######## block 1 ########
**Block 1: drive-strength map**

The bar under the picture is 20 um long.
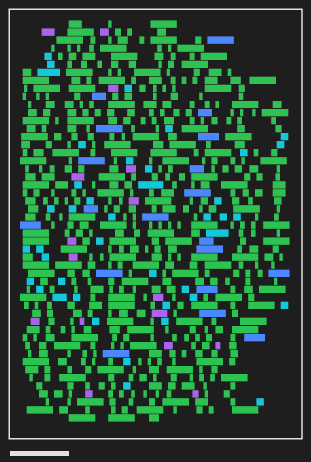

### config.mk
export PLATFORM = sky130hd
export DESIGN_NAME = pmic_timer_bank
export DESIGN_NICKNAME = d
export VERILOG_FILES = /design/src/rtl/pmic_pkg.sv /design/src/rtl/pmic_timer_chan.sv /design/src/rtl/pmic_timer_bank.sv
export SDC_FILE = /design/constraint.sdc
export NUM_CORES = 1
export LEC_CHECK = 0
export CAP_MARGIN = 20
export CELL_PAD_IN_SITES_DETAIL_PLACEMENT = 2
export CELL_PAD_IN_SITES_GLOBAL_PLACEMENT = 2
export CORE_ASPECT_RATIO = 1.5
export CORE_MARGIN = 3
export CORE_UTILIZATION = 39
export DETAILED_ROUTE_END_ITERATION = 7
export PLACE_DENSITY = 0.83
export SYNTH_ARGS = -nofsm -noshare
export SYNTH_HDL_FRONTEND = slang
export SYNTH_SLANG_ARGS = --single-unit
export TNS_END_PERCENT = 5
### constraint.sdc
create_clock -name clk -period 2.4 [get_ports clk]
set_input_delay 0.72 -clock clk [delete_from_list [all_inputs] [get_ports clk]]
set_output_delay 0.72 -clock clk [all_outputs]
set_load 0.1 [all_outputs]
### src/rtl/pmic_pkg.sv
// Shared encodings between the power-sequencing FSM and the timer bank.
// Holds one-hot channel selects, channel indices and default delays.
package pmic_pkg;

  localparam int N_CH = 5;

  localparam logic [N_CH-1:0] CH_NULL = 5'b00000;
  localparam logic [N_CH-1:0] CH_T1   = 5'b00001;
  localparam logic [N_CH-1:0] CH_T2   = 5'b00010;
  localparam logic [N_CH-1:0] CH_T3   = 5'b00100;
  localparam logic [N_CH-1:0] CH_T4   = 5'b01000;
  localparam logic [N_CH-1:0] CH_T5   = 5'b10000;

  localparam int IDX_T1 = 0;
  localparam int IDX_T2 = 1;
  localparam int IDX_T3 = 2;
  localparam int IDX_T4 = 3;
  localparam int IDX_T5 = 4;

  localparam int DEF_DLY_T1 = 4;
  localparam int DEF_DLY_T2 = 6;
  localparam int DEF_DLY_T3 = 3;
  localparam int DEF_DLY_T4 = 5;
  localparam int DEF_DLY_T5 = 8;

  typedef enum logic {
    CH_IDLE = 1'b0,
    CH_RUN  = 1'b1
  } chan_state_e;

  // A load strobe must name exactly one channel; zero or several is a protocol error.
  function automatic logic sel_err(input logic [N_CH-1:0] s);
    return (s == CH_NULL) || ((s & (s - 5'd1)) != CH_NULL);
  endfunction

endpackage

### src/rtl/pmic_timer_chan.sv
// One prescaled down-counting delay channel; done_pulse one clk wide, DLY*PRESCALE
// clks after the load edge. No backpressure: a load always restarts from full delay.
module pmic_timer_chan
  import pmic_pkg::*;
#(
  parameter int CNT_W    = 8,
  parameter int PRE_W    = 8,
  parameter int DLY      = 4,
  parameter int PRESCALE = 1
) (
  input  logic clk,
  input  logic reset_n,
  input  logic load,
  output logic done_pulse,
  output logic busy
);

  localparam logic [CNT_W-1:0] DLY_C   = CNT_W'(DLY);
  localparam logic [PRE_W-1:0] PRE_RLD = PRE_W'(PRESCALE - 1);

  chan_state_e      state_q, state_d;
  logic [CNT_W-1:0] cnt_q, cnt_d;
  logic [PRE_W-1:0] pre_q, pre_d;
  logic             done_q, done_d;

  always_ff @(posedge clk or negedge reset_n) begin
    if (!reset_n) begin
      state_q <= CH_IDLE;
      cnt_q   <= '0;
      pre_q   <= '0;
      done_q  <= 1'b0;
    end else begin
      state_q <= state_d;
      cnt_q   <= cnt_d;
      pre_q   <= pre_d;
      done_q  <= done_d;
    end
  end

  // Load has priority over expiry, so a reload on the expiry edge suppresses the pulse.
  always_comb begin
    state_d = state_q;
    cnt_d   = cnt_q;
    pre_d   = pre_q;
    done_d  = 1'b0;
    if (load) begin
      state_d = CH_RUN;
      cnt_d   = DLY_C;
      pre_d   = PRE_RLD;
    end else if (state_q == CH_RUN) begin
      if (pre_q != '0) begin
        pre_d = pre_q - PRE_W'(1);
      end else begin
        pre_d = PRE_RLD;
        if (cnt_q == CNT_W'(1)) begin
          cnt_d   = '0;
          state_d = CH_IDLE;
          done_d  = 1'b1;
        end else begin
          cnt_d = cnt_q - CNT_W'(1);
        end
      end
    end
  end

  assign done_pulse = done_q;
  assign busy       = (state_q == CH_RUN);

endmodule

### src/rtl/pmic_timer_bank.sv
// Five independent sequencing delay timers with sel decode and sticky protocol error.
// T[i] pulses one clk, DLY_i*PRESCALE clks after its load edge; loads are never refused.
module pmic_timer_bank
  import pmic_pkg::*;
#(
  parameter int CNT_W    = 8,
  parameter int PRE_W    = 8,
  parameter int PRESCALE = 1,
  parameter int DLY_T1   = DEF_DLY_T1,
  parameter int DLY_T2   = DEF_DLY_T2,
  parameter int DLY_T3   = DEF_DLY_T3,
  parameter int DLY_T4   = DEF_DLY_T4,
  parameter int DLY_T5   = DEF_DLY_T5
) (
  input  logic            clk,
  input  logic            reset_n,
  input  logic [N_CH-1:0] sel,
  input  logic            ld,
  output logic [N_CH-1:0] T,
  output logic [N_CH-1:0] busy,
  output logic            err
);

  localparam int DLY_ARR [N_CH] = '{DLY_T1, DLY_T2, DLY_T3, DLY_T4, DLY_T5};

  logic [N_CH-1:0] load_vec;
  logic            err_q, err_d;

  // Every selected channel loads even when the strobe is malformed.
  assign load_vec = ld ? sel : CH_NULL;

  always_comb begin
    err_d = err_q;
    if (ld && sel_err(sel)) begin
      err_d = 1'b1;
    end
  end

  always_ff @(posedge clk or negedge reset_n) begin
    if (!reset_n) begin
      err_q <= 1'b0;
    end else begin
      err_q <= err_d;
    end
  end

  assign err = err_q;

  for (genvar i = 0; i < N_CH; i++) begin : g_chan
    pmic_timer_chan #(
      .CNT_W   (CNT_W),
      .PRE_W   (PRE_W),
      .DLY     (DLY_ARR[i]),
      .PRESCALE(PRESCALE)
    ) u_chan (
      .clk       (clk),
      .reset_n   (reset_n),
      .load      (load_vec[i]),
      .done_pulse(T[i]),
      .busy      (busy[i])
    );
  end

endmodule

######## block 2 ########
===== src/rtl/led_pkg.sv =====
//------------------------------------------------------------------------------
// Module : led_pkg
// Brief  : Mode and FSM state encodings shared by the LED sequencer slice.
// Rev    : 1.0  initial release
//------------------------------------------------------------------------------
`default_nettype none

package led_pkg;

  localparam int DEF_NUM_LEDS = 5;

  localparam logic [1:0] MODE_BLINK  = 2'd0;
  localparam logic [1:0] MODE_CHASE  = 2'd1;
  localparam logic [1:0] MODE_BOUNCE = 2'd2;
  localparam logic [1:0] MODE_COUNT  = 2'd3;

  localparam logic [0:0] ST_IDLE = 1'b0;
  localparam logic [0:0] ST_RUN  = 1'b1;

endpackage

`default_nettype wire


===== src/rtl/led_tick_prescaler.sv =====
//------------------------------------------------------------------------------
// Module : led_tick_prescaler
// Brief  : Counts 0..DIV-1 while enabled; tick is high on the DIV-1 count.
// Rev    : 1.0  initial release
//------------------------------------------------------------------------------
`default_nettype none

module led_tick_prescaler #(
  parameter int DIV = 1000000
) (
  input  logic clk,
  input  logic resetn,
  input  logic en,
  input  logic clr,
  output logic tick
);

  localparam int CW = (DIV > 1) ? $clog2(DIV) : 1;
  localparam logic [CW-1:0] c_last = CW'(DIV - 1);

  logic [CW-1:0] r_cnt;

  assign tick = en && (r_cnt == c_last);

  always_ff @(posedge clk or negedge resetn) begin
    if (!resetn) begin
      r_cnt <= '0;
    end else if (clr) begin
      r_cnt <= '0;
    end else if (en) begin
      if (tick) r_cnt <= '0;
      else      r_cnt <= r_cnt + {{(CW-1){1'b0}}, 1'b1};
    end
  end

endmodule

`default_nettype wire


===== src/rtl/led_sequencer.sv =====
//------------------------------------------------------------------------------
// Module : led_sequencer
// Brief  : Runs the LED bank through blink/chase/bounce/count patterns for a
//          latched number of steps, with start/stop handshake.
// Rev    : 1.0  initial release
//------------------------------------------------------------------------------
`default_nettype none

module led_sequencer
  import led_pkg::*;
#(
  parameter int NUM_LEDS  = DEF_NUM_LEDS,
  parameter int TICK_DIV  = 1000000,
  parameter int STEP_BITS = 8
) (
  input  logic                 clk,
  input  logic                 resetn,
  input  logic [1:0]           mode,
  input  logic [STEP_BITS-1:0] steps,
  input  logic                 start,
  input  logic                 stop,
  output logic                 busy,
  output logic                 done,
  output logic [NUM_LEDS-1:0]  leds
);

  localparam logic [NUM_LEDS-1:0]  c_led_one  = {{(NUM_LEDS-1){1'b0}}, 1'b1};
  localparam logic [STEP_BITS-1:0] c_step_one = {{(STEP_BITS-1){1'b0}}, 1'b1};

  logic [0:0]           r_state;
  logic [0:0]           w_state_next;
  logic [1:0]           r_mode;
  logic [STEP_BITS-1:0] r_steps;
  logic [STEP_BITS-1:0] r_step_cnt;
  logic [STEP_BITS-1:0] w_step_inc;
  logic [NUM_LEDS-1:0]  r_leds;
  logic [NUM_LEDS-1:0]  w_leds_next;
  logic [NUM_LEDS-1:0]  w_pat_next;
  logic [NUM_LEDS-1:0]  w_pat_init;
  logic                 r_dir;
  logic                 w_dir_next;
  logic                 r_done;
  logic                 w_done_next;
  logic                 w_tick;
  logic                 w_start_acc;
  logic                 w_last;

  led_tick_prescaler #(
    .DIV (TICK_DIV)
  ) u_prescaler (
    .clk    (clk),
    .resetn (resetn),
    .en     (r_state == ST_RUN),
    .clr    (r_state == ST_IDLE),
    .tick   (w_tick)
  );

  assign w_start_acc = (r_state == ST_IDLE) && start && !stop;
  assign w_step_inc  = r_step_cnt + c_step_one;
  // steps == 0 means free-running, so the counter wrap must never end a run
  assign w_last      = w_tick && (r_steps != '0) && (w_step_inc == r_steps);

  // State register
  always_ff @(posedge clk or negedge resetn) begin
    if (!resetn) r_state <= ST_IDLE;
    else         r_state <= w_state_next;
  end

  // Next-state logic
  always_comb begin
    w_state_next = r_state;
    case (r_state)
      ST_IDLE: if (start && !stop)   w_state_next = ST_RUN;
      ST_RUN:  if (stop || w_last)   w_state_next = ST_IDLE;
      default:                       w_state_next = ST_IDLE;
    endcase
  end

  // Output logic: next pattern value and registered-output next values
  always_comb begin
    w_pat_next = r_leds;
    w_dir_next = r_dir;
    case (r_mode)
      MODE_BLINK: w_pat_next = ~r_leds;
      MODE_CHASE: w_pat_next = {r_leds[NUM_LEDS-2:0], r_leds[NUM_LEDS-1]};
      MODE_BOUNCE: begin
        if (r_dir) begin
          if (r_leds[NUM_LEDS-1]) begin
            w_pat_next = r_leds >> 1;
            w_dir_next = 1'b0;
          end else begin
            w_pat_next = r_leds << 1;
          end
        end else begin
          if (r_leds[0]) begin
            w_pat_next = r_leds << 1;
            w_dir_next = 1'b1;
          end else begin
            w_pat_next = r_leds >> 1;
          end
        end
      end
      MODE_COUNT: w_pat_next = r_leds + c_led_one;
      default:    w_pat_next = r_leds;
    endcase

    case (mode)
      MODE_BLINK: w_pat_init = '1;
      MODE_COUNT: w_pat_init = '0;
      default:    w_pat_init = c_led_one;
    endcase

    w_leds_next = r_leds;
    w_done_next = 1'b0;
    case (r_state)
      ST_IDLE: w_leds_next = w_start_acc ? w_pat_init : '0;
      ST_RUN: begin
        w_done_next = stop || w_last;
        if (stop)        w_leds_next = '0;
        else if (w_tick) w_leds_next = w_pat_next;
      end
      default: w_leds_next = '0;
    endcase
  end

  always_ff @(posedge clk or negedge resetn) begin
    if (!resetn) begin
      r_leds     <= '0;
      r_done     <= 1'b0;
      r_mode     <= MODE_BLINK;
      r_steps    <= '0;
      r_step_cnt <= '0;
      r_dir      <= 1'b1;
    end else begin
      r_leds <= w_leds_next;
      r_done <= w_done_next;
      if (w_start_acc) begin
        r_mode     <= mode;
        r_steps    <= steps;
        r_step_cnt <= '0;
        r_dir      <= 1'b1;
      end else if ((r_state == ST_RUN) && w_tick) begin
        r_step_cnt <= w_step_inc;
        r_dir      <= w_dir_next;
      end
    end
  end

  assign busy = (r_state == ST_RUN);
  assign done = r_done;
  assign leds = r_leds;

endmodule

`default_nettype wire


===== config.mk =====
export PLATFORM = sky130hd
export DESIGN_NAME = led_sequencer
export DESIGN_NICKNAME = d
export VERILOG_FILES = /design/src/rtl/led_pkg.sv /design/src/rtl/led_tick_prescaler.sv /design/src/rtl/led_sequencer.sv
export SDC_FILE = /design/constraint.sdc
export NUM_CORES = 1
export LEC_CHECK = 0
export CORE_MARGIN = 2
export CORE_UTILIZATION = 42
export DETAILED_ROUTE_END_ITERATION = 10
export PLACE_DENSITY = 0.57
export SLEW_MARGIN = 15
export SYNTH_ARGS = -nofsm -noshare
export SYNTH_HDL_FRONTEND = slang
export SYNTH_HIERARCHICAL = 1
export SYNTH_SLANG_ARGS = --single-unit

===== constraint.sdc =====
create_clock -name clk -period 2.9 [get_ports clk]
set_clock_uncertainty 0.1 [all_clocks]
set_input_delay 0.58 -clock clk [delete_from_list [all_inputs] [get_ports clk]]
set_output_delay 0.58 -clock clk [all_outputs]
set_load 0.02 [all_outputs]

######## block 3 ########
**src/rtl/vector_packetizer_pkg.sv**
```systemverilog
// Shared flit-type codes, packetizer FSM states and flit-geometry helpers
// for the vector packetizer.
package vector_packetizer_pkg;

  localparam logic [1:0] FLIT_HEAD = 2'b01;
  localparam logic [1:0] FLIT_BODY = 2'b00;
  localparam logic [1:0] FLIT_TAIL = 2'b10;

  typedef enum logic [1:0] {
    IDLE = 2'd0,
    HEAD = 2'd1,
    BODY = 2'd2
  } pkt_state_t;

  // Elements carried by one payload flit.
  function automatic int calc_epf(input int pkt_len, input int dw);
    return (pkt_len - 2) / dw;
  endfunction

  // Payload flits needed for one vector.
  function automatic int calc_nbody(input int features, input int epf);
    return (features + epf - 1) / epf;
  endfunction

endpackage

```
**src/rtl/vector_packetizer.sv**
```systemverilog
// Serializes one feature vector into a NoC packet (head + payload flits).
// VPKT_BACK2BACK_EN: accept the next vector on the tail-consume edge (zero bubble).
module vector_packetizer
  import vector_packetizer_pkg::*;
#(
  parameter int DATA_WIDTH    = 8,
  parameter int FEATURES      = 16,
  parameter int PACKET_LENGTH = 34,
  parameter int COORD_LENGTH  = 3,
  parameter int ADDR_LENGTH   = 8,
  parameter int X_COORD       = 1,
  parameter int Y_COORD       = 1
) (
  input  logic                           clk,
  input  logic                           rst,
  input  logic [FEATURES*DATA_WIDTH-1:0] vec_in,
  input  logic                           vec_vld,
  output logic                           vec_rdy,
  input  logic [COORD_LENGTH-1:0]        dst_x,
  input  logic [COORD_LENGTH-1:0]        dst_y,
  input  logic [ADDR_LENGTH-1:0]         dst_addr,
  output logic [PACKET_LENGTH-1:0]       dout,
  output logic                           vld_out,
  input  logic                           read,
  output logic                           busy
);

  localparam int PAY_W   = PACKET_LENGTH - 2;
  localparam int EPF     = calc_epf(PACKET_LENGTH, DATA_WIDTH);
  localparam int NBODY   = calc_nbody(FEATURES, EPF);
  localparam int FLIT_DW = EPF * DATA_WIDTH;
  localparam int PAD_W   = NBODY * FLIT_DW;
  localparam int HDR_W   = 4 * COORD_LENGTH + ADDR_LENGTH;
  localparam int CNT_W   = (NBODY > 1) ? $clog2(NBODY) : 1;
  localparam logic [CNT_W-1:0]        LAST  = CNT_W'(NBODY - 1);
  localparam logic [COORD_LENGTH-1:0] SRC_X = COORD_LENGTH'(X_COORD);
  localparam logic [COORD_LENGTH-1:0] SRC_Y = COORD_LENGTH'(Y_COORD);

  generate
    if (HDR_W > PAY_W) begin : g_hdr_chk
      $error("vector_packetizer: head fields do not fit in flit payload");
    end
    if (EPF < 1) begin : g_epf_chk
      $error("vector_packetizer: flit payload narrower than one element");
    end
  endgenerate

  pkt_state_t               r_state, w_state_nxt;
  logic [CNT_W-1:0]         r_cnt, w_cnt_nxt, w_sel;
  logic [PAD_W-1:0]         r_vec;
  logic [PACKET_LENGTH-1:0] r_dout, w_dout_nxt, w_head, w_body;
  logic                     r_vld;
  logic                     w_last_rd, w_accept, w_vec_rdy;

  assign w_head = {FLIT_HEAD, PAY_W'({dst_x, dst_y, SRC_X, SRC_Y, dst_addr})};

  // Flit that becomes visible after the current consume: 0 leaving HEAD, cnt+1 in BODY.
  assign w_sel  = (r_state == HEAD) ? '0 : r_cnt + 1'b1;
  assign w_body = {(w_sel == LAST) ? FLIT_TAIL : FLIT_BODY,
                   PAY_W'(r_vec[w_sel*FLIT_DW +: FLIT_DW])};

  assign w_last_rd = (r_state == BODY) && read && (r_cnt == LAST);
`ifdef VPKT_BACK2BACK_EN
  assign w_vec_rdy = !rst && ((r_state == IDLE) || w_last_rd);
`else
  assign w_vec_rdy = !rst && (r_state == IDLE);
`endif
  assign w_accept  = vec_vld && w_vec_rdy;

  always_comb begin
    w_state_nxt = r_state;
    w_cnt_nxt   = r_cnt;
    w_dout_nxt  = r_dout;
    case (r_state)
      IDLE: if (w_accept) begin
        w_state_nxt = HEAD;
        w_cnt_nxt   = '0;
        w_dout_nxt  = w_head;
      end
      HEAD: if (read) begin
        w_state_nxt = BODY;
        w_cnt_nxt   = '0;
        w_dout_nxt  = w_body;
      end
      BODY: if (w_last_rd) begin
        w_cnt_nxt = '0;
        if (w_accept) begin
          w_state_nxt = HEAD;
          w_dout_nxt  = w_head;
        end else begin
          w_state_nxt = IDLE;
          w_dout_nxt  = '0;
        end
      end else if (read) begin
        w_cnt_nxt  = r_cnt + 1'b1;
        w_dout_nxt = w_body;
      end
      default: begin
        w_state_nxt = IDLE;
        w_cnt_nxt   = '0;
        w_dout_nxt  = '0;
      end
    endcase
  end

  always_ff @(posedge clk) begin
    if (rst) begin
      r_state <= IDLE;
      r_cnt   <= '0;
      r_dout  <= '0;
      r_vld   <= 1'b0;
    end else begin
      r_state <= w_state_nxt;
      r_cnt   <= w_cnt_nxt;
      r_dout  <= w_dout_nxt;
      r_vld   <= (w_state_nxt != IDLE);
    end
  end

  // Slots past FEATURES-1 come from the zero-extension here.
  always_ff @(posedge clk) begin
    if (w_accept) r_vec <= PAD_W'(vec_in);
  end

  assign vec_rdy = w_vec_rdy;
  assign dout    = r_dout;
  assign vld_out = r_vld;
  assign busy    = (r_state != IDLE);

endmodule
```
**config.mk**
```make
export PLATFORM = sky130hd
export DESIGN_NAME = vector_packetizer
export DESIGN_NICKNAME = d
export VERILOG_FILES = /design/src/rtl/vector_packetizer_pkg.sv /design/src/rtl/vector_packetizer.sv
export SDC_FILE = /design/constraint.sdc
export NUM_CORES = 1
export LEC_CHECK = 0
export CAP_MARGIN = 5
export CORE_MARGIN = 4
export CORE_UTILIZATION = 44
export DETAILED_ROUTE_END_ITERATION = 7
export PLACE_DENSITY_LB_ADDON = 0.25
export SLEW_MARGIN = 5
export SYNTH_ARGS = -nofsm -noshare
export SYNTH_HDL_FRONTEND = slang
export SYNTH_SLANG_ARGS = --single-unit
export TNS_END_PERCENT = 30
```
**constraint.sdc**
```tcl
create_clock -name clk -period 6.3 [get_ports clk]
set_input_delay 0.63 -clock clk [delete_from_list [all_inputs] [get_ports clk]]
set_output_delay 0.63 -clock clk [all_outputs]
set_load 0.05 [all_outputs]
```
######## block 4 ########
### config.mk
export PLATFORM = sky130hd
export DESIGN_NAME = pkt_credit_arbiter
export DESIGN_NICKNAME = d
export VERILOG_FILES = /design/src/rtl/pkt_credit_arbiter.sv
export SDC_FILE = /design/constraint.sdc
export NUM_CORES = 1
export LEC_CHECK = 0
export ABC_AREA = 0
export CAP_MARGIN = 30
export CORE_MARGIN = 1
export CORE_UTILIZATION = 49
export CTS_BUF_LIST = sky130_fd_sc_hd__clkbuf_4
export DETAILED_ROUTE_END_ITERATION = 10
export PLACE_DENSITY = 0.82
export SKIP_CTS_REPAIR_TIMING = 1
export SLEW_MARGIN = 15
export SYNTH_ARGS = -nofsm -noshare
export SYNTH_HDL_FRONTEND = slang
export SYNTH_SLANG_ARGS = --single-unit
export TNS_END_PERCENT = 20
### constraint.sdc
create_clock -name eth_tx_clk -period 3 [get_ports eth_tx_clk]
set_clock_uncertainty 0.1 [all_clocks]
set_input_delay 0.9 -clock eth_tx_clk [delete_from_list [all_inputs] [get_ports eth_tx_clk]]
set_output_delay 0.9 -clock eth_tx_clk [all_outputs]
set_load 0.05 [all_outputs]
### src/rtl/pkt_credit_arbiter.sv
// Per-channel saturating packet counts with a round-robin req/start/done
// handshake towards the MAC transmit FSM.
module pkt_credit_arbiter #(
    parameter int unsigned NUM_CH  = 4,
    parameter int unsigned MAX_PKT = 7,
    localparam int unsigned CNT_W  = $clog2(MAX_PKT + 1),
    localparam int unsigned CH_W   = $clog2(NUM_CH)
) (
    input  logic                    eth_tx_clk,
    input  logic                    rst,
    input  logic [NUM_CH-1:0]       pct_qued,
    input  logic                    tx_start,
    input  logic                    pct_txed,
    input  logic                    err_clr,
    output logic [NUM_CH*CNT_W-1:0] buffer_ready,
    output logic [NUM_CH-1:0]       ch_empty,
    output logic [NUM_CH-1:0]       ch_full,
    output logic                    tx_req,
    output logic [CH_W-1:0]         tx_ch,
    output logic [NUM_CH-1:0]       err_ovf,
    output logic                    err_unf
);

    localparam logic [CNT_W-1:0] CNT_MAX = CNT_W'(MAX_PKT);

    typedef enum logic [1:0] {IDLE, REQ, BUSY} state_t;

    state_t            state_q, state_d;
    logic [CNT_W-1:0]  cnt_q [NUM_CH];
    logic [CNT_W-1:0]  cnt_d [NUM_CH];
    logic [CH_W-1:0]   tx_ch_q, tx_ch_d;
    logic [CH_W-1:0]   last_ch_q, last_ch_d;
    logic [NUM_CH-1:0] err_ovf_q, err_ovf_d;
    logic              err_unf_q, err_unf_d;

    logic [NUM_CH-1:0] dec;
    logic [NUM_CH-1:0] ovf_set;
    logic              unf_cnt_set;
    logic              found;
    logic [CH_W-1:0]   pick;
    logic [CH_W-1:0]   idx;

    always_comb begin
        dec         = '0;
        ovf_set     = '0;
        unf_cnt_set = 1'b0;
        for (int unsigned i = 0; i < NUM_CH; i++) begin
            dec[i]   = (state_q == BUSY) && pct_txed && (tx_ch_q == CH_W'(i));
            cnt_d[i] = cnt_q[i];
            // A packet arriving while one leaves the same channel nets to zero.
            if (pct_qued[i] && !dec[i]) begin
                if (cnt_q[i] == CNT_MAX) ovf_set[i] = 1'b1;
                else                     cnt_d[i] = cnt_q[i] + 1'b1;
            end else if (dec[i] && !pct_qued[i]) begin
                if (cnt_q[i] == '0) unf_cnt_set = 1'b1;
                else                cnt_d[i] = cnt_q[i] - 1'b1;
            end
        end
    end

    // Search starts just after the last granted channel and wraps.
    always_comb begin
        found = 1'b0;
        pick  = '0;
        idx   = '0;
        for (int unsigned k = 1; k <= NUM_CH; k++) begin
            idx = CH_W'((32'(last_ch_q) + k) % NUM_CH);
            if (!found && cnt_q[idx] != '0) begin
                found = 1'b1;
                pick  = idx;
            end
        end
    end

    always_comb begin
        state_d   = state_q;
        tx_ch_d   = tx_ch_q;
        last_ch_d = last_ch_q;
        unique case (state_q)
            IDLE: if (found) begin
                state_d   = REQ;
                tx_ch_d   = pick;
                last_ch_d = pick;
            end
            REQ:     if (tx_start) state_d = BUSY;
            BUSY:    if (pct_txed) state_d = IDLE;
            default: state_d = IDLE;
        endcase
    end

    always_comb begin
        err_ovf_d = (err_ovf_q & ~{NUM_CH{err_clr}}) | ovf_set;
        err_unf_d = (err_unf_q & ~err_clr) | unf_cnt_set
                  | (pct_txed && (state_q != BUSY));
    end

    always_ff @(posedge eth_tx_clk or posedge rst) begin
        if (rst) begin
            state_q   <= IDLE;
            tx_ch_q   <= '0;
            last_ch_q <= CH_W'(NUM_CH - 1);
            err_ovf_q <= '0;
            err_unf_q <= 1'b0;
            for (int unsigned i = 0; i < NUM_CH; i++) cnt_q[i] <= '0;
        end else begin
            state_q   <= state_d;
            tx_ch_q   <= tx_ch_d;
            last_ch_q <= last_ch_d;
            err_ovf_q <= err_ovf_d;
            err_unf_q <= err_unf_d;
            for (int unsigned i = 0; i < NUM_CH; i++) cnt_q[i] <= cnt_d[i];
        end
    end

    always_comb begin
        buffer_ready = '0;
        ch_empty     = '0;
        ch_full      = '0;
        for (int unsigned i = 0; i < NUM_CH; i++) begin
            buffer_ready[i*CNT_W +: CNT_W] = cnt_q[i];
            ch_empty[i] = (cnt_q[i] == '0);
            ch_full[i]  = (cnt_q[i] == CNT_MAX);
        end
    end

    assign tx_req  = (state_q == REQ);
    assign tx_ch   = tx_ch_q;
    assign err_ovf = err_ovf_q;
    assign err_unf = err_unf_q;

endmodule

######## block 5 ########
$ cat src/rtl/axis_demux_top.sv
`default_nettype none
// ============================================================================
// Module   : axis_demux_top
// Purpose  : AXI-Stream 1-to-2 packet demultiplexer with a one-beat register
//            slice and a completed-packet counter on each output.
// Revision : 1.0
// ============================================================================
module axis_demux_top #(
    parameter int DATA_WIDTH = 32,
    parameter int CNT_WIDTH  = 16
) (
    input  logic                  clk,
    input  logic                  reset,
    input  logic                  sel,
    input  logic [DATA_WIDTH-1:0] s_axis_tdata,
    input  logic                  s_axis_tvalid,
    output logic                  s_axis_tready,
    input  logic                  s_axis_tlast,
    output logic [DATA_WIDTH-1:0] m0_axis_tdata,
    output logic                  m0_axis_tvalid,
    output logic                  m0_axis_tlast,
    input  logic                  m0_axis_tready,
    output logic [DATA_WIDTH-1:0] m1_axis_tdata,
    output logic                  m1_axis_tvalid,
    output logic                  m1_axis_tlast,
    input  logic                  m1_axis_tready,
    output logic [CNT_WIDTH-1:0]  pkt_cnt0,
    output logic [CNT_WIDTH-1:0]  pkt_cnt1,
    output logic                  busy
);

    localparam logic [CNT_WIDTH-1:0] c_cnt_one = {{(CNT_WIDTH-1){1'b0}}, 1'b1};

    typedef enum logic [0:0] {
        ST_IDLE = 1'b0,
        ST_PKT  = 1'b1
    } state_t;

    state_t r_state;
    state_t w_state_nxt;
    logic   r_route;
    logic   w_route_nxt;
    logic   w_dest;
    logic   w_accept;

    // Slice storage, index 0 feeds m0 and index 1 feeds m1.
    logic [1:0][DATA_WIDTH-1:0] r_data;
    logic [1:0]                 r_last;
    logic [1:0]                 r_valid;
    logic [1:0][CNT_WIDTH-1:0]  r_cnt;

    logic [1:0] w_mready;
    logic [1:0] w_free;
    logic [1:0] w_xfer;
    logic [1:0] w_load;

    // sel only matters on a packet's first beat; afterwards the latched route wins.
    assign w_dest   = (r_state == ST_IDLE) ? sel : r_route;

    assign w_mready = {m1_axis_tready, m0_axis_tready};
    assign w_free   = ~r_valid | w_mready;
    assign w_xfer   = r_valid & w_mready;

    assign s_axis_tready = ~reset & (w_dest ? w_free[1] : w_free[0]);
    assign w_accept      = s_axis_tvalid & s_axis_tready;
    assign w_load        = w_accept ? (w_dest ? 2'b10 : 2'b01) : 2'b00;

    always_ff @(posedge clk or posedge reset) begin
        if (reset) begin
            r_state <= ST_IDLE;
            r_route <= 1'b0;
        end else begin
            r_state <= w_state_nxt;
            r_route <= w_route_nxt;
        end
    end

    always_comb begin
        w_state_nxt = r_state;
        w_route_nxt = r_route;
        case (r_state)
            ST_IDLE: begin
                if (w_accept && !s_axis_tlast) begin
                    w_state_nxt = ST_PKT;
                    w_route_nxt = sel;
                end
            end
            ST_PKT: begin
                if (w_accept && s_axis_tlast) begin
                    w_state_nxt = ST_IDLE;
                end
            end
            default: w_state_nxt = ST_IDLE;
        endcase
    end

    // A slice is only loaded when it is empty or draining, so a held beat never changes.
    always_ff @(posedge clk or posedge reset) begin
        if (reset) begin
            r_data  <= '0;
            r_last  <= '0;
            r_valid <= '0;
        end else begin
            for (int i = 0; i < 2; i++) begin
                if (w_load[i]) begin
                    r_data[i]  <= s_axis_tdata;
                    r_last[i]  <= s_axis_tlast;
                    r_valid[i] <= 1'b1;
                end else if (w_xfer[i]) begin
                    r_valid[i] <= 1'b0;
                end
            end
        end
    end

    always_ff @(posedge clk or posedge reset) begin
        if (reset) begin
            r_cnt <= '0;
        end else begin
            for (int i = 0; i < 2; i++) begin
                if (w_xfer[i] && r_last[i]) begin
                    r_cnt[i] <= r_cnt[i] + c_cnt_one;
                end
            end
        end
    end

    assign m0_axis_tdata  = r_data[0];
    assign m0_axis_tlast  = r_last[0];
    assign m0_axis_tvalid = r_valid[0];
    assign m1_axis_tdata  = r_data[1];
    assign m1_axis_tlast  = r_last[1];
    assign m1_axis_tvalid = r_valid[1];
    assign pkt_cnt0       = r_cnt[0];
    assign pkt_cnt1       = r_cnt[1];
    assign busy           = (r_state == ST_PKT);

endmodule

`default_nettype wire

$ cat config.mk
export PLATFORM = sky130hd
export DESIGN_NAME = axis_demux_top
export DESIGN_NICKNAME = d
export VERILOG_FILES = /design/src/rtl/axis_demux_top.sv
export SDC_FILE = /design/constraint.sdc
export NUM_CORES = 1
export LEC_CHECK = 0
export ABC_AREA = 1
export CORE_UTILIZATION = 40
export CTS_CLUSTER_SIZE = 12
export DETAILED_ROUTE_END_ITERATION = 7
export PLACE_DENSITY_LB_ADDON = 0.12
export SYNTH_ARGS = -nofsm -noshare
export SYNTH_HDL_FRONTEND = slang
export SYNTH_SLANG_ARGS = --single-unit
export TNS_END_PERCENT = 100
$ cat constraint.sdc
create_clock -name clk -period 4.3 [get_ports clk]
set_input_delay 0.86 -clock clk [delete_from_list [all_inputs] [get_ports clk]]
set_output_delay 0.86 -clock clk [all_outputs]
set_load 0.03 [all_outputs]

==> screenshots <==
Routed metal per tile.
shot_01.png
21 x 21 tiles, from dark blue (low) to red (high), scaled to the fullest tile. Values are wire area over tile area, all layers added.
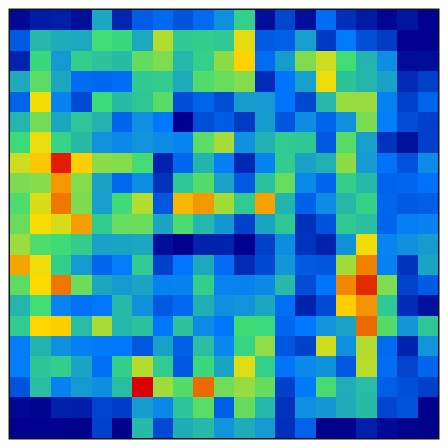
shot_02.png
13 x 13 tiles, from dark blue (low) to red (high), scaled to the fullest tile. Values are wire area over tile area, all layers added.
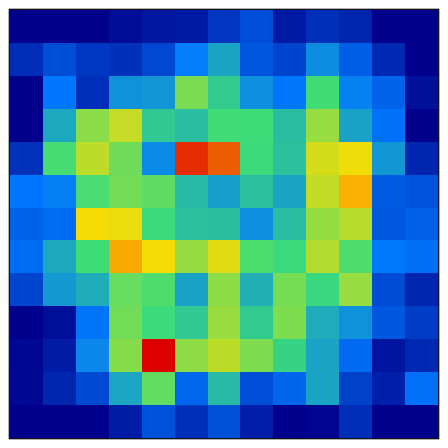
shot_03.png
20 x 29 tiles, from dark blue (low) to red (high), scaled to the fullest tile. Values are wire area over tile area, all layers added.
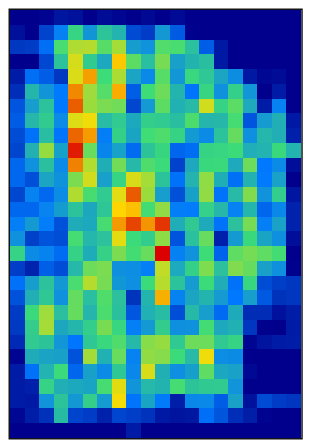
shot_04.png
27 x 27 tiles, from dark blue (low) to red (high), scaled to the fullest tile. Values are wire area over tile area, all layers added.
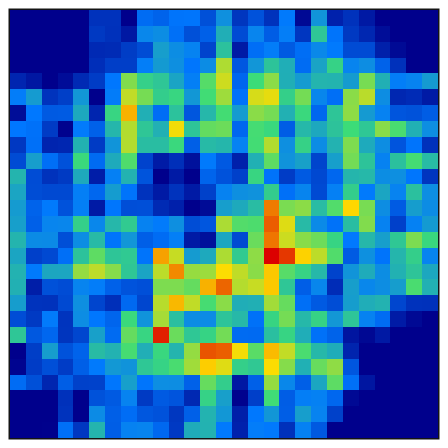
shot_05.png
17 x 17 tiles, from dark blue (low) to red (high), scaled to the fullest tile. Values are wire area over tile area, all layers added.
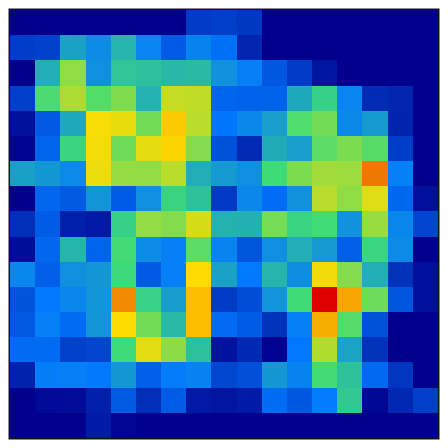
shot_04.png is block 3.
shot_05.png is block 2.
shot_02.png is block 4.
shot_01.png is block 5.
shot_03.png is block 1.

**Block 2: sequential cells grouped by signal name**

The bar under the picture is 20 um long. Other sequential cells in the stronger gray, the rest of the logic in the fainter gray.
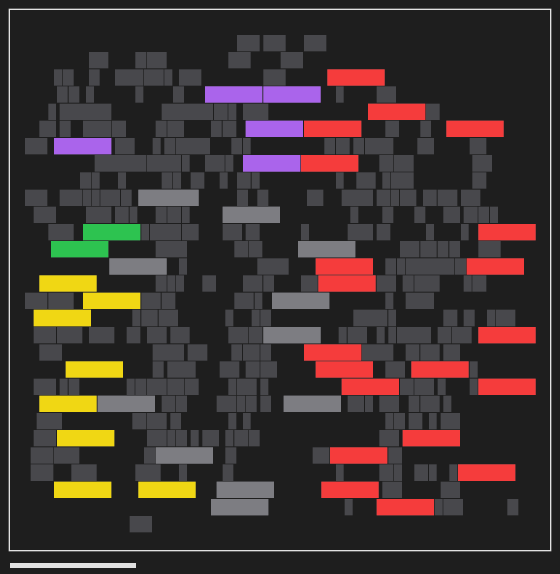
Key: green = r_mode [flops 2]; yellow = r_steps [flops 8]; red = u_prescaler/r_cnt [flops 20]; purple = leds [flops 5, where north]
Another 11 sequential cells are not colored.
flop share of the area: 36.90%
Reg area: 0.001152 mm^2
Power Sequential: 0.762 mW
final core utilization: 48.90%

==> reports/metrics.cfg, block 2 <==
[logic_synthesis]
top_cell = dfrtp_1
yosys.cell_types.count = 57
synth.mux.area_fraction_pct = 6.418
synth_top_area_share_pct = 40.39
yosys_warnings = 6
yosys-top-cells-area = dfrtp_1 (40%), xnor2_1 (5.0%), xor2_1 (4.1%)
largest_area_cell = dfrtp_1

[pwr]
leakage_nw = 1.246
seq_power_share_pct = 52.3
p_int_mw = 1.029
comb_power_mw = 0.290
power.total_mw = 1.458
combPwrFrac_pct = 19.9
ir_worst_vdd_mv = 0.3681
p_per_area_mw_per_mm2 = 467.0

[route]
ant_nets = 0
first_iter_violations = 74
drtPass1Iterations = 4

[layout]
final.clkbuf_count = 7
combGateArea_mm2 = 0.001509
final_cells = 389
buffers = 26
comb_cells = 223
largest_reg_flops = 20
area_growth_pct = 12.03

[outcome]
status = finished, final reports clean

[final_timing]
min_period_ns = 2.374
maxSlewHeadroom_pct = 54.53
worstMarginPinSlew_ns = 0.6795
finalSetupTns_ns = 0

[worst_setup_path]
crit_path_start_kind = register

[clock_tree]
cts.sinks = 46
postCtsSetupRepairBufs = 0

[global_route]
grtUsageTotal_pct = 17.47
grt_pass1_vias = 2106
grt_use_met2_pct = 28.20
busiest_layer = met2
grt_max_degree = 21

[die]
coreArea_mm2 = 0.006386
rows = 29

==> block 2: layout by cell type (no fill, tap or decap), types with 4 or more instances in the layout <==
cell type,netlist,layout
nand4_1,11,11
xor2_1,13,13
and3_1,6,6
nor3_1,5,5
nand3_1,14,14
clkbuf_8,0,6
nor2_1,30,30
o22ai_1,4,4
mux2_2,9,9
a31oi_1,4,4
o21ai_0,18,18
inv_1,8,8
buf_4,3,6
a21oi_1,8,8
ha_1,4,4
xnor2_1,16,16
nand2_1,28,28
clkdlybuf4s50_1,0,19
dfrtp_1,45,45
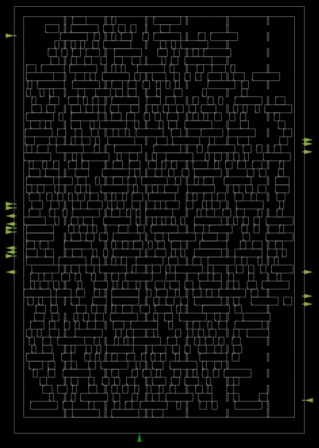
**Above:** block 1 (placement view).
Core Box Area: 0.01251 mm^2
fin cells: 733
final core utilization: 46.59%
flop count: 91

**Block 1: clock network drawn from the DEF**

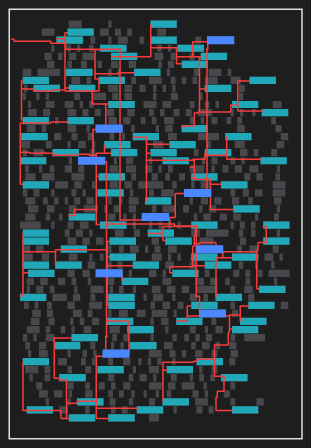
Key: blue = clock drivers [count 9]; cyan = flip-flops [count 91]; red = clock wires [length 1320 um]
There are 10 routed clock nets. Position of the flops: all over the die.
clock power share: 20.1%
Final Skew: 0.006971 ns
clk latency late pin: 0.35 ns

## Picture notes: 'drive-strength map' of block 1
Key: blue = _6 and larger [cells 19, share 3.3%, most used clkbuf_16]; purple = _2 cells [cells 16, share 2.8%, most used or4b_2]; green = _0 and _1 cells [cells 501, share 87%, most used dfrtp_1]; cyan = _3 and _4 cells [cells 41, share 7.1%, most used buf_4]
Syn-to-layout area delta: 16.27%
post-layout worst setup margin: 0.1193 ns

==> reports/metrics.cfg, block 1 <==
[outcome]
status = finished, final reports clean

[global_route]
grt_use_met2_pct = 41.71
antenna_found_initial = 0
met3_usage_pct = 2.014

[logic_synthesis]
largest_area_cell = dfrtp_1
yosys_area_mm2 = 0.005014
yosys.cell_types.count = 56
numSynthFlops = 91
synth.mux.area_fraction_pct = 1.198
aoi_share_pct = 13.15
syn_inst = 534
synth_seq_share_pct = 45.42

[die]
fp_util_pct = 40.07
die_w_um = 98.58
die_h_um = 144.9

[flow_run]
log.warning_count = 36

[route]
drc_errors = 0
met3_wirelength_um = 214
num_vias = 4281

[final_timing]
holdWs_ns = 0.3156
slew_violations = 0

[layout]
nFillCells = 1387
fin_area_mm2 = 0.005829
inverters = 28
buffers = 49

[worst_setup_path]
crit_path_start_kind = register
reg2reg_to = g_chan[2].u_chan.cnt_q[3]

[placement]
dp_cells = 715

## block 1: sequential cells by signal, summed over array words and instances, names as in the netlist
name,flops
g_chan.u_chan.cnt_q,40
g_chan.u_chan.done_pulse,5
g_chan.u_chan.pre_q,40
g_chan.u_chan.busy,5
err,1
## block 1: power breakdown
part	switching (mW)	internal, mW	leakage, nW
logic	1.81	1.29	1.25
clock network	0.592	0.837	0.151
registers	0.578	2.01	1.15
total	2.98	4.14	2.55
**Block 4: sequential cells grouped by signal name**

The bar under the picture is 20 um long. Other sequential cells in the stronger gray, the rest of the logic in the fainter gray.
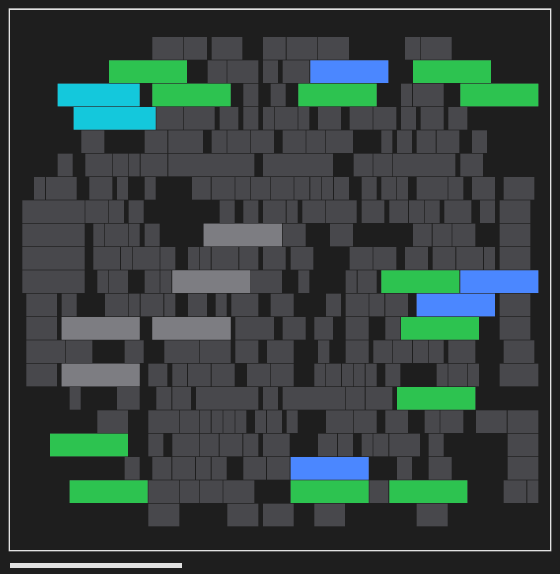
Key: green = buffer_ready [flops 12, where all over the die]; blue = err_ovf [flops 4]; cyan = last_ch_q [flops 2]
Another 5 sequential cells are not colored.

==> reports/metrics.cfg, block 4 <==
[die]
tap_cells = 46
rows = 21

[route]
drtPass1Iterations = 4
routed_wirelength_mm = 4.844
met3_wirelength_um = 275

[logic_synthesis]
largest_area_cell = dfrtp_1
yosys-top-cells-count = dfrtp_1 (21), a21oi_1 (20), inv_1 (19)
post_synth.cell_area_avg_um2 = 8.275
async_flop_share_pct = 100.0
synth_seq_share_pct = 31.75

[placement]
gp_congestion = 0.9049
io_buffers = 36
dp_cells = 310
dp_slack_ns = -0.2940

[worst_setup_path]
cp.arrival_ns = 1.89
critPathBufInv = 2
path_delay_family = simple AND/OR/NAND/NOR gates
max_stage_delay_ns = 0.55
crit_chain = or3_1, inv_1, buf_12

[hold_path]
min_to = err_ovf[2]
min_from = err_ovf[2]

[layout]
nFillCells = 278
fin_nets = 282
drive_gt1_share_pct = 15.30
seq_area_um2 = 578.1
dominant_cells = logic gates
final_cells = 314
sh_comb_area_pct = 45.27
buffers = 61

[pwr]
leakage_nw = 1.055
switching_share_pct = 54.65
power.total_mw = 2.954

[final_timing]
finalSetupTns_ns = 0
final.setup.worst_slack_ns = 0.1063

[global_route]
grt_use_met2_pct = 40.46
grt_overflow = 0
met3_usage_pct = 2.737

[outcome]
status = finished, final reports clean

[clock_tree]
insertion_delay_ns = 0.32
clk_pin_slew_worst_paths_ns = 0.15

[flow_run]
cap_violations = 0

[block 4: worst register-to-register path: stages (launching register included)]
cell and delay (ns):
dfrtp_1 0.70, buf_4 0.30, o21ai_0 0.19, fa_1 0.57, nor2_1 0.06, o21ai_0 0.06, a21boi_0 0.11, nor4_1 0.27
[block 4: cells by family (layout without fill, tap and decap cells)]
group | after synthesis | in the layout | share of synthesized area [%]
DFF | 23 | 23 | 31.75
adders and majority gates | 4 | 4 | 4.399
AOI/OAI and AO/OA | 84 | 84 | 33.06
muxes | 1 | 1 | 0.5499
buffers and inverters | 36 | 84 | 8.179
and+or+nand+nor | 72 | 72 | 22.06
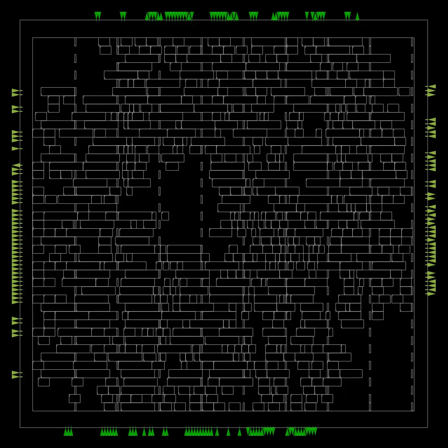
**Above:** block 3 (placement view).
Well Taps: 211
row count: 45
flop share of the area: 48.90%
flop count: 167
fin cells: 893

==> reports/metrics.cfg, block 3 <==
[pwr]
combPwrFrac_pct = 13.8
p_int_mw = 2.025

[layout]
dominant_cells = registers
regMostFlops = r_vec
inverters = 7

[route]
wire_per_inst_um = 19.16
ant_nets = 0
num_vias = 4825
first_iter_violations = 354

[worst_setup_path]
crit_chain = clkdlybuf4s50_1, or3_1, inv_1, clkdlybuf4s50_1
path_delay_family = buffers and inverters
cp.arrival_ns = 2.95
worst_setup_path_end_kind = output port
criticalPathCategory = primary input to output port

[logic_synthesis]
synth_top_area_share_pct = 55.33
edf_count = 128
yosys_cells = 501
ys_sh_xor_pct = 0
yosys_area_mm2 = 0.006947

[clock_tree]
tritoncts = built
postCtsSetupRepairBufs = 0
insertion_delay_ns = 0.43
cts.sinks = 167
htree_levels = 4

[outcome]
status = finished, final reports clean

[placement]
dp_cells = 861

[final_timing]
rsz0062_at_grt = false

[hold_path]
hold_path_class = register to register

[global_route]
grt_pass1_vias = 4928

[die]
fp_util_pct = 45.36
io_pins = 183

[block 3: layout by cell type, fill, tap and decap left out, types with 17 or more instances in the layout]
cell / n
clkdlybuf4s50_1: 182
edfxtp_1: 128
dfxtp_1: 38
nor2_1: 33
mux2i_1: 32
o21ai_0: 28
nand2_1: 19
nand3_1: 18
clkbuf_16: 17
[block 3: worst paths after layout]
check,start,endpoint,slack [ns],cells past startpoint
worst max-delay path,rst,vec_rdy,2.72,4
worst min-delay path,dout[32],dout[32],0.47,1
worst max register to register,r_state[0],r_vec[94],3.60,4
worst min register to register,dout[32],dout[32],0.47,1
**Block 5: clock network drawn from the DEF**

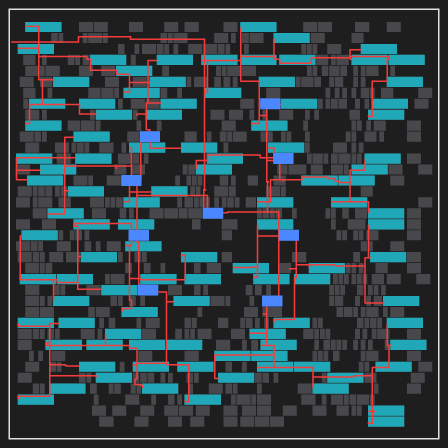
Key: red = clock wires [length 1170 um]; cyan = flip-flops [count 102]; blue = clock drivers [count 9]
There are 10 routed clock nets. Position of the flops: all over the die.

==> reports/metrics.cfg, block 5 <==
[logic_synthesis]
ys_sh_adder_pct = 0.5759
synth.mux.area_fraction_pct = 0
ys_sh_xor_pct = 4.837
yosys_area_mm2 = 0.004345

[layout]
drive_gt1_share_pct = 6.006
seq_area_mm2 = 0.002552
nFillCells = 968

[clock_tree]
postCtsHoldBufs = 0
clk_pin_slew_worst_paths_ns = 0.10
postCtsSetupRepairBufs = 0

[final_timing]
min_period_ns = 3.379
final.setup.worst_slack_ns = 0.9213

[die]
fp_util_pct = 41.72
die_w_um = 106.2
rows = 37
die_h_um = 106.2
tap_cells = 136
die_area_mm2 = 0.01128

[route]
drc_errors = 0
vias_per_cell = 4.566

[global_route]
grt_max_degree = 76
grt_overflow = 0

[outcome]
status = finished, final reports clean

[placement]
dp_cells = 736
dp_hpwl_mm = 6.981

[pwr]
leakage_nw = 2.893
seq_power_share_pct = 40.9

[block 5: per-layer routing]
metal	share of wire, %	wire length, um	track usage, %
met1	45	4289	23.62
met3	6.9	661	5.395
met2	47	4542	29.27
met5	0	0	0
met4	0.91	87	5.952
[block 5: cell usage in the layout (no fill, tap or decap), types with 3 or more instances in the layout]
master / count
clkdlybuf4s50_1: 140
nand2_1: 125
dfrtp_1: 102
inv_1: 68
o21ai_1: 58
nor2_1: 26
xor2_1: 16
nand3_1: 11
clkbuf_8: 10
xnor2_1: 8
nand4_1: 8
o21ai_2: 8
nor3_1: 6
buf_4: 5
nand3_2: 3
o21ai_0: 3

######## block 6 ########
**Block 6: routed metal per tile**

15 x 13 tiles, from dark blue (low) to red (high), scaled to the fullest tile. Values are wire area over tile area, all layers added.
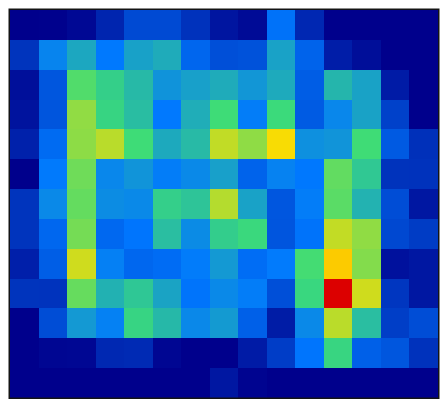
**Block 6: drive-strength map**

The bar under the picture is 20 um long.
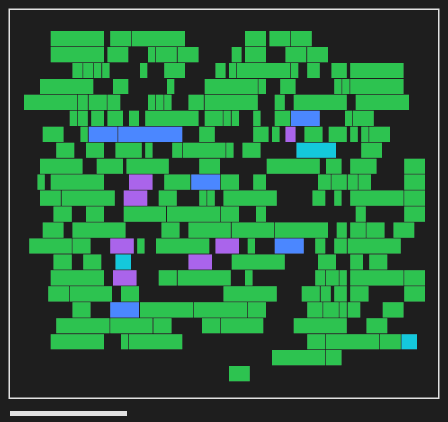
**src/rtl/csa_pkg.sv**
```systemverilog
// csa_pkg: shared state encoding and sizing helpers for the carry-save stream accumulator
package csa_pkg;
  typedef enum logic [1:0] {ACCUM, RESOLVE, OUTPUT} state_t;
  function automatic int num_chunks(input int acc_width, input int chunk);
    return acc_width / chunk;
  endfunction
  function automatic int idx_width(input int n);
    return n > 1 ? $clog2(n) : 1;
  endfunction
endpackage

```
**src/rtl/csa_row.sv**
```systemverilog
// csa_row: N-bit 3:2 compressor array producing per-bit sum and majority vectors
module csa_row #(
  parameter int N = 8
) (
  input  logic [N-1:0] a,
  input  logic [N-1:0] b,
  input  logic [N-1:0] c,
  output logic [N-1:0] s,
  output logic [N-1:0] m
);
  assign s = a ^ b ^ c;
  assign m = (a & b) | (a & c) | (b & c);
endmodule

```
**src/rtl/csa_stream_accumulator.sv**
```systemverilog
// csa_stream_accumulator: carry-save operand accumulator with chunked resolve; CSA_SIGNED_EN selects signed operands
module csa_stream_accumulator
  import csa_pkg::*;
#(
  parameter int WIDTH     = 4,
  parameter int ACC_WIDTH = 8,
  parameter int CPA_CHUNK = 4,
  parameter int CNT_WIDTH = 8
) (
  input  logic                 clk,
  input  logic                 rst_n,
  input  logic                 in_valid,
  output logic                 in_ready,
  input  logic [WIDTH-1:0]     in_data,
  input  logic                 in_last,
  output logic                 out_valid,
  input  logic                 out_ready,
  output logic [ACC_WIDTH-1:0] out_data,
  output logic                 out_ovf,
  output logic [CNT_WIDTH-1:0] out_count
);
  localparam int NUM_CHUNKS = num_chunks(ACC_WIDTH, CPA_CHUNK);
  localparam int IW = idx_width(NUM_CHUNKS);
`ifdef CSA_SIGNED_EN
  localparam bit SIGNED_EN = 1'b1;
`else
  localparam bit SIGNED_EN = 1'b0;
`endif
  state_t state, next_state;
  logic [ACC_WIDTH-1:0] sum_r, carry_r, x, row_s, row_m;
  logic [CNT_WIDTH-1:0] cnt_r;
  logic [IW-1:0] idx;
  logic [CPA_CHUNK:0] chunk_sum;
  logic ovf_r, cin_r, accept, done, last_chunk;
  assign x = SIGNED_EN ? ACC_WIDTH'($signed(in_data)) : ACC_WIDTH'(in_data);
  assign accept = in_valid & in_ready;
  assign done = out_valid & out_ready;
  assign last_chunk = idx == IW'(NUM_CHUNKS - 1);
  assign out_ovf = ovf_r & ~SIGNED_EN;
  assign out_count = cnt_r;
  csa_row #(.N(ACC_WIDTH)) u_row (
    .a(sum_r),
    .b(carry_r),
    .c(x),
    .s(row_s),
    .m(row_m)
  );
  // one resolve chunk: slice of sum plus slice of carry plus the carry-in from the previous chunk
  always_comb begin
    chunk_sum = {1'b0, sum_r[int'(idx)*CPA_CHUNK +: CPA_CHUNK]} + {1'b0, carry_r[int'(idx)*CPA_CHUNK +: CPA_CHUNK]} + {{CPA_CHUNK{1'b0}}, cin_r};
  end
  // state register
  always_ff @(posedge clk or negedge rst_n) begin
    if (!rst_n) state <= ACCUM;
    else state <= next_state;
  end
  // next-state and handshake outputs
  always_comb begin
    next_state = state;
    in_ready = state == ACCUM;
    out_valid = state == OUTPUT;
    if (state == ACCUM && in_valid && in_last) next_state = RESOLVE;
    if (state == RESOLVE && last_chunk) next_state = OUTPUT;
    if (out_valid && out_ready) next_state = ACCUM;
  end
  // redundant accumulation, chunked carry-propagate, and clear on result handoff
  always_ff @(posedge clk or negedge rst_n) begin
    if (!rst_n) begin
      sum_r <= '0;
      carry_r <= '0;
      ovf_r <= 1'b0;
      cnt_r <= '0;
      out_data <= '0;
      idx <= '0;
      cin_r <= 1'b0;
    end else begin
      if (accept) begin
        sum_r <= row_s;
        carry_r <= {row_m[ACC_WIDTH-2:0], 1'b0};
        ovf_r <= ovf_r | row_m[ACC_WIDTH-1];
        cnt_r <= &cnt_r ? cnt_r : cnt_r + 1'b1;
        idx <= '0;
        cin_r <= 1'b0;
      end
      if (state == RESOLVE) begin
        out_data[int'(idx)*CPA_CHUNK +: CPA_CHUNK] <= chunk_sum[CPA_CHUNK-1:0];
        cin_r <= chunk_sum[CPA_CHUNK];
        idx <= idx + 1'b1;
        if (last_chunk) ovf_r <= ovf_r | chunk_sum[CPA_CHUNK];
      end
      if (done) begin
        sum_r <= '0;
        carry_r <= '0;
        ovf_r <= 1'b0;
        cnt_r <= '0;
      end
    end
  end
endmodule

```
**config.mk**
```make
export PLATFORM = sky130hd
export DESIGN_NAME = csa_stream_accumulator
export DESIGN_NICKNAME = d
export VERILOG_FILES = /design/src/rtl/csa_pkg.sv /design/src/rtl/csa_row.sv /design/src/rtl/csa_stream_accumulator.sv
export SDC_FILE = /design/constraint.sdc
export NUM_CORES = 1
export LEC_CHECK = 0
export CAP_MARGIN = 20
export CORE_ASPECT_RATIO = 0.9
export CORE_MARGIN = 2
export CORE_UTILIZATION = 45
export CTS_CLUSTER_DIAMETER = 200
export DETAILED_ROUTE_END_ITERATION = 12
export GPL_ROUTABILITY_DRIVEN = 0
export PLACE_DENSITY = 0.68
export SLEW_MARGIN = 0
export SYNTH_ARGS = -nofsm -noshare
export SYNTH_HDL_FRONTEND = slang
export SYNTH_HIERARCHICAL = 1
export SYNTH_SLANG_ARGS = --single-unit
```
**constraint.sdc**
```tcl
create_clock -name clk -period 5.65 [get_ports clk]
set_input_delay 0.8475 -clock clk [delete_from_list [all_inputs] [get_ports clk]]
set_output_delay 0.8475 -clock clk [all_outputs]
set_load 0.01 [all_outputs]
```
==> reports/metrics.cfg <==
[worst_setup_path]
max_stage_delay_ns = 0.83
worst-path-stages = 4
crit_end = carry_r[3]
cp.arrival_ns = 3.00
reg2regPathDepth = 3
cp_slowest_cell = nor3b_4
r2r-start = state[1]
criticalPathCategory = primary input to register

[outcome]
status = finished, final reports clean

[pwr]
p_switching_mw = 0.1188
p_int_mw = 0.4087
p_per_area_mw_per_mm2 = 224.5
power.total_mw = 0.5275

[layout]
flops = 36
drive_gt1_share_pct = 8.000

[global_route]
grt_max_degree = 37
grtUsageMet1_pct = 25.10
grt_pass1_wl_mm = 7.024
antenna_found_initial = 0

[hold_path]
holdPathStages = 2

[clock_tree]
htree_levels = 2

[logic_synthesis]
synth_top_area_share_pct = 46.75
yosys_cells = 169
synth_seq_share_pct = 46.75
simple_gate_area_share_pct = 14.87
yosys-top-cells-count = dfrtp_1 (36), nand2_1 (22), a22o_1 (15)

[final_timing]
finalClockPeriodUsage_pct = 49.82

[die]
die_area_mm2 = 0.004822
fp_util_pct = 46.98

[route]
met2RoutedLength_mm = 1.938
drc_errors = 0

About 'routed metal per tile' of block 6:
The fullest tile reaches 0.51. 17% of the tiles are nearly empty. The mean over all tiles is 0.13. 13% of the tiles are over half the peak. The densest ninth of the die: center. The emptiest ninth of the die: north-east.
routed vias: 1455
post-DR wirelength/cell: 16.00 um
Total Routing Usage GR: 19.42%
final wirelength: 3.969 mm

About 'drive-strength map' of block 6:
Key: blue = _6 and larger [cells 6, share 3.0%, most used clkbuf_8]; purple = _2 cells [cells 7, share 3.5%, most used mux2_2]; cyan = _3 and _4 cells [cells 3, share 1.5%]; green = _0 and _1 cells [cells 184, share 92%, most used dfrtp_1]
Non-clk bufs: 28
post-layout worst setup margin: 2.835 ns
fin area: 0.002350 mm^2

## state kept, by name, summed over array words and instances, names as in the netlist
name,count
out_data,8
carry_r,7
out_count,8
cin_r,1
out_ovf,1
sum_r,8
idx,1
state,2
## per-stage QoR
stage	cells	worst slack [ns]
3_3_place_gp	240	2.670
4_1_cts	248	2.839
2_1_floorplan	173	3.502
5_1_grt	248	2.636
3_5_place_dp	240	2.528
6_report	248	2.835
## tightest hold or removal path, delay by kind of cell (launching register included)
kind / cells / cell delay [ns]
flip-flops: 1 / 0.34
AND/OR/NAND/NOR: 2 / 0.11


==> gallery <==
Clock network drawn from the DEF.
picture 1
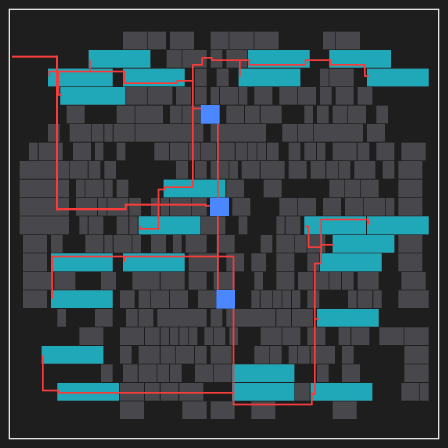
picture 2
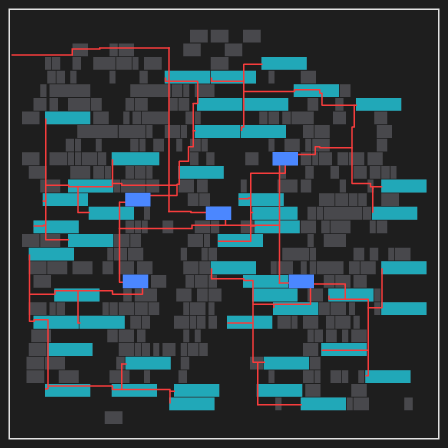
picture 3
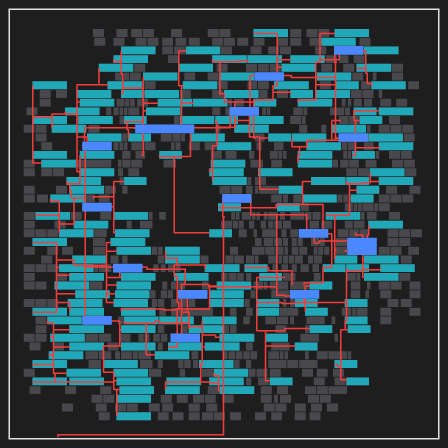
picture 4
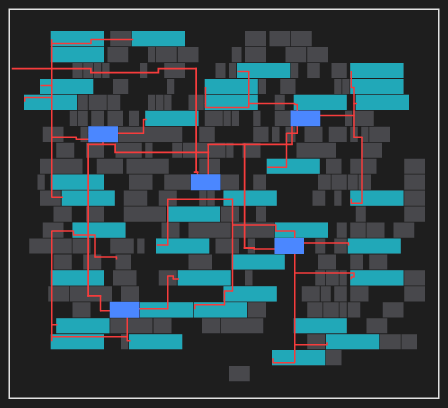
The one with the fewest sequential cells is picture 1.
The one with the most sequential cells is picture 3.
- picture 4 = block 6
- picture 3 = block 3
- picture 1 = block 4
- picture 2 = block 2

Key to picture 1:
Key: cyan = flip-flops [count 23]; blue = clock drivers [count 3]; red = clock wires [length 325 um]
Position of the flops: all over the die. There are 4 routed clock nets.

No activity file was given, so power comes from the tool's default toggle rates.
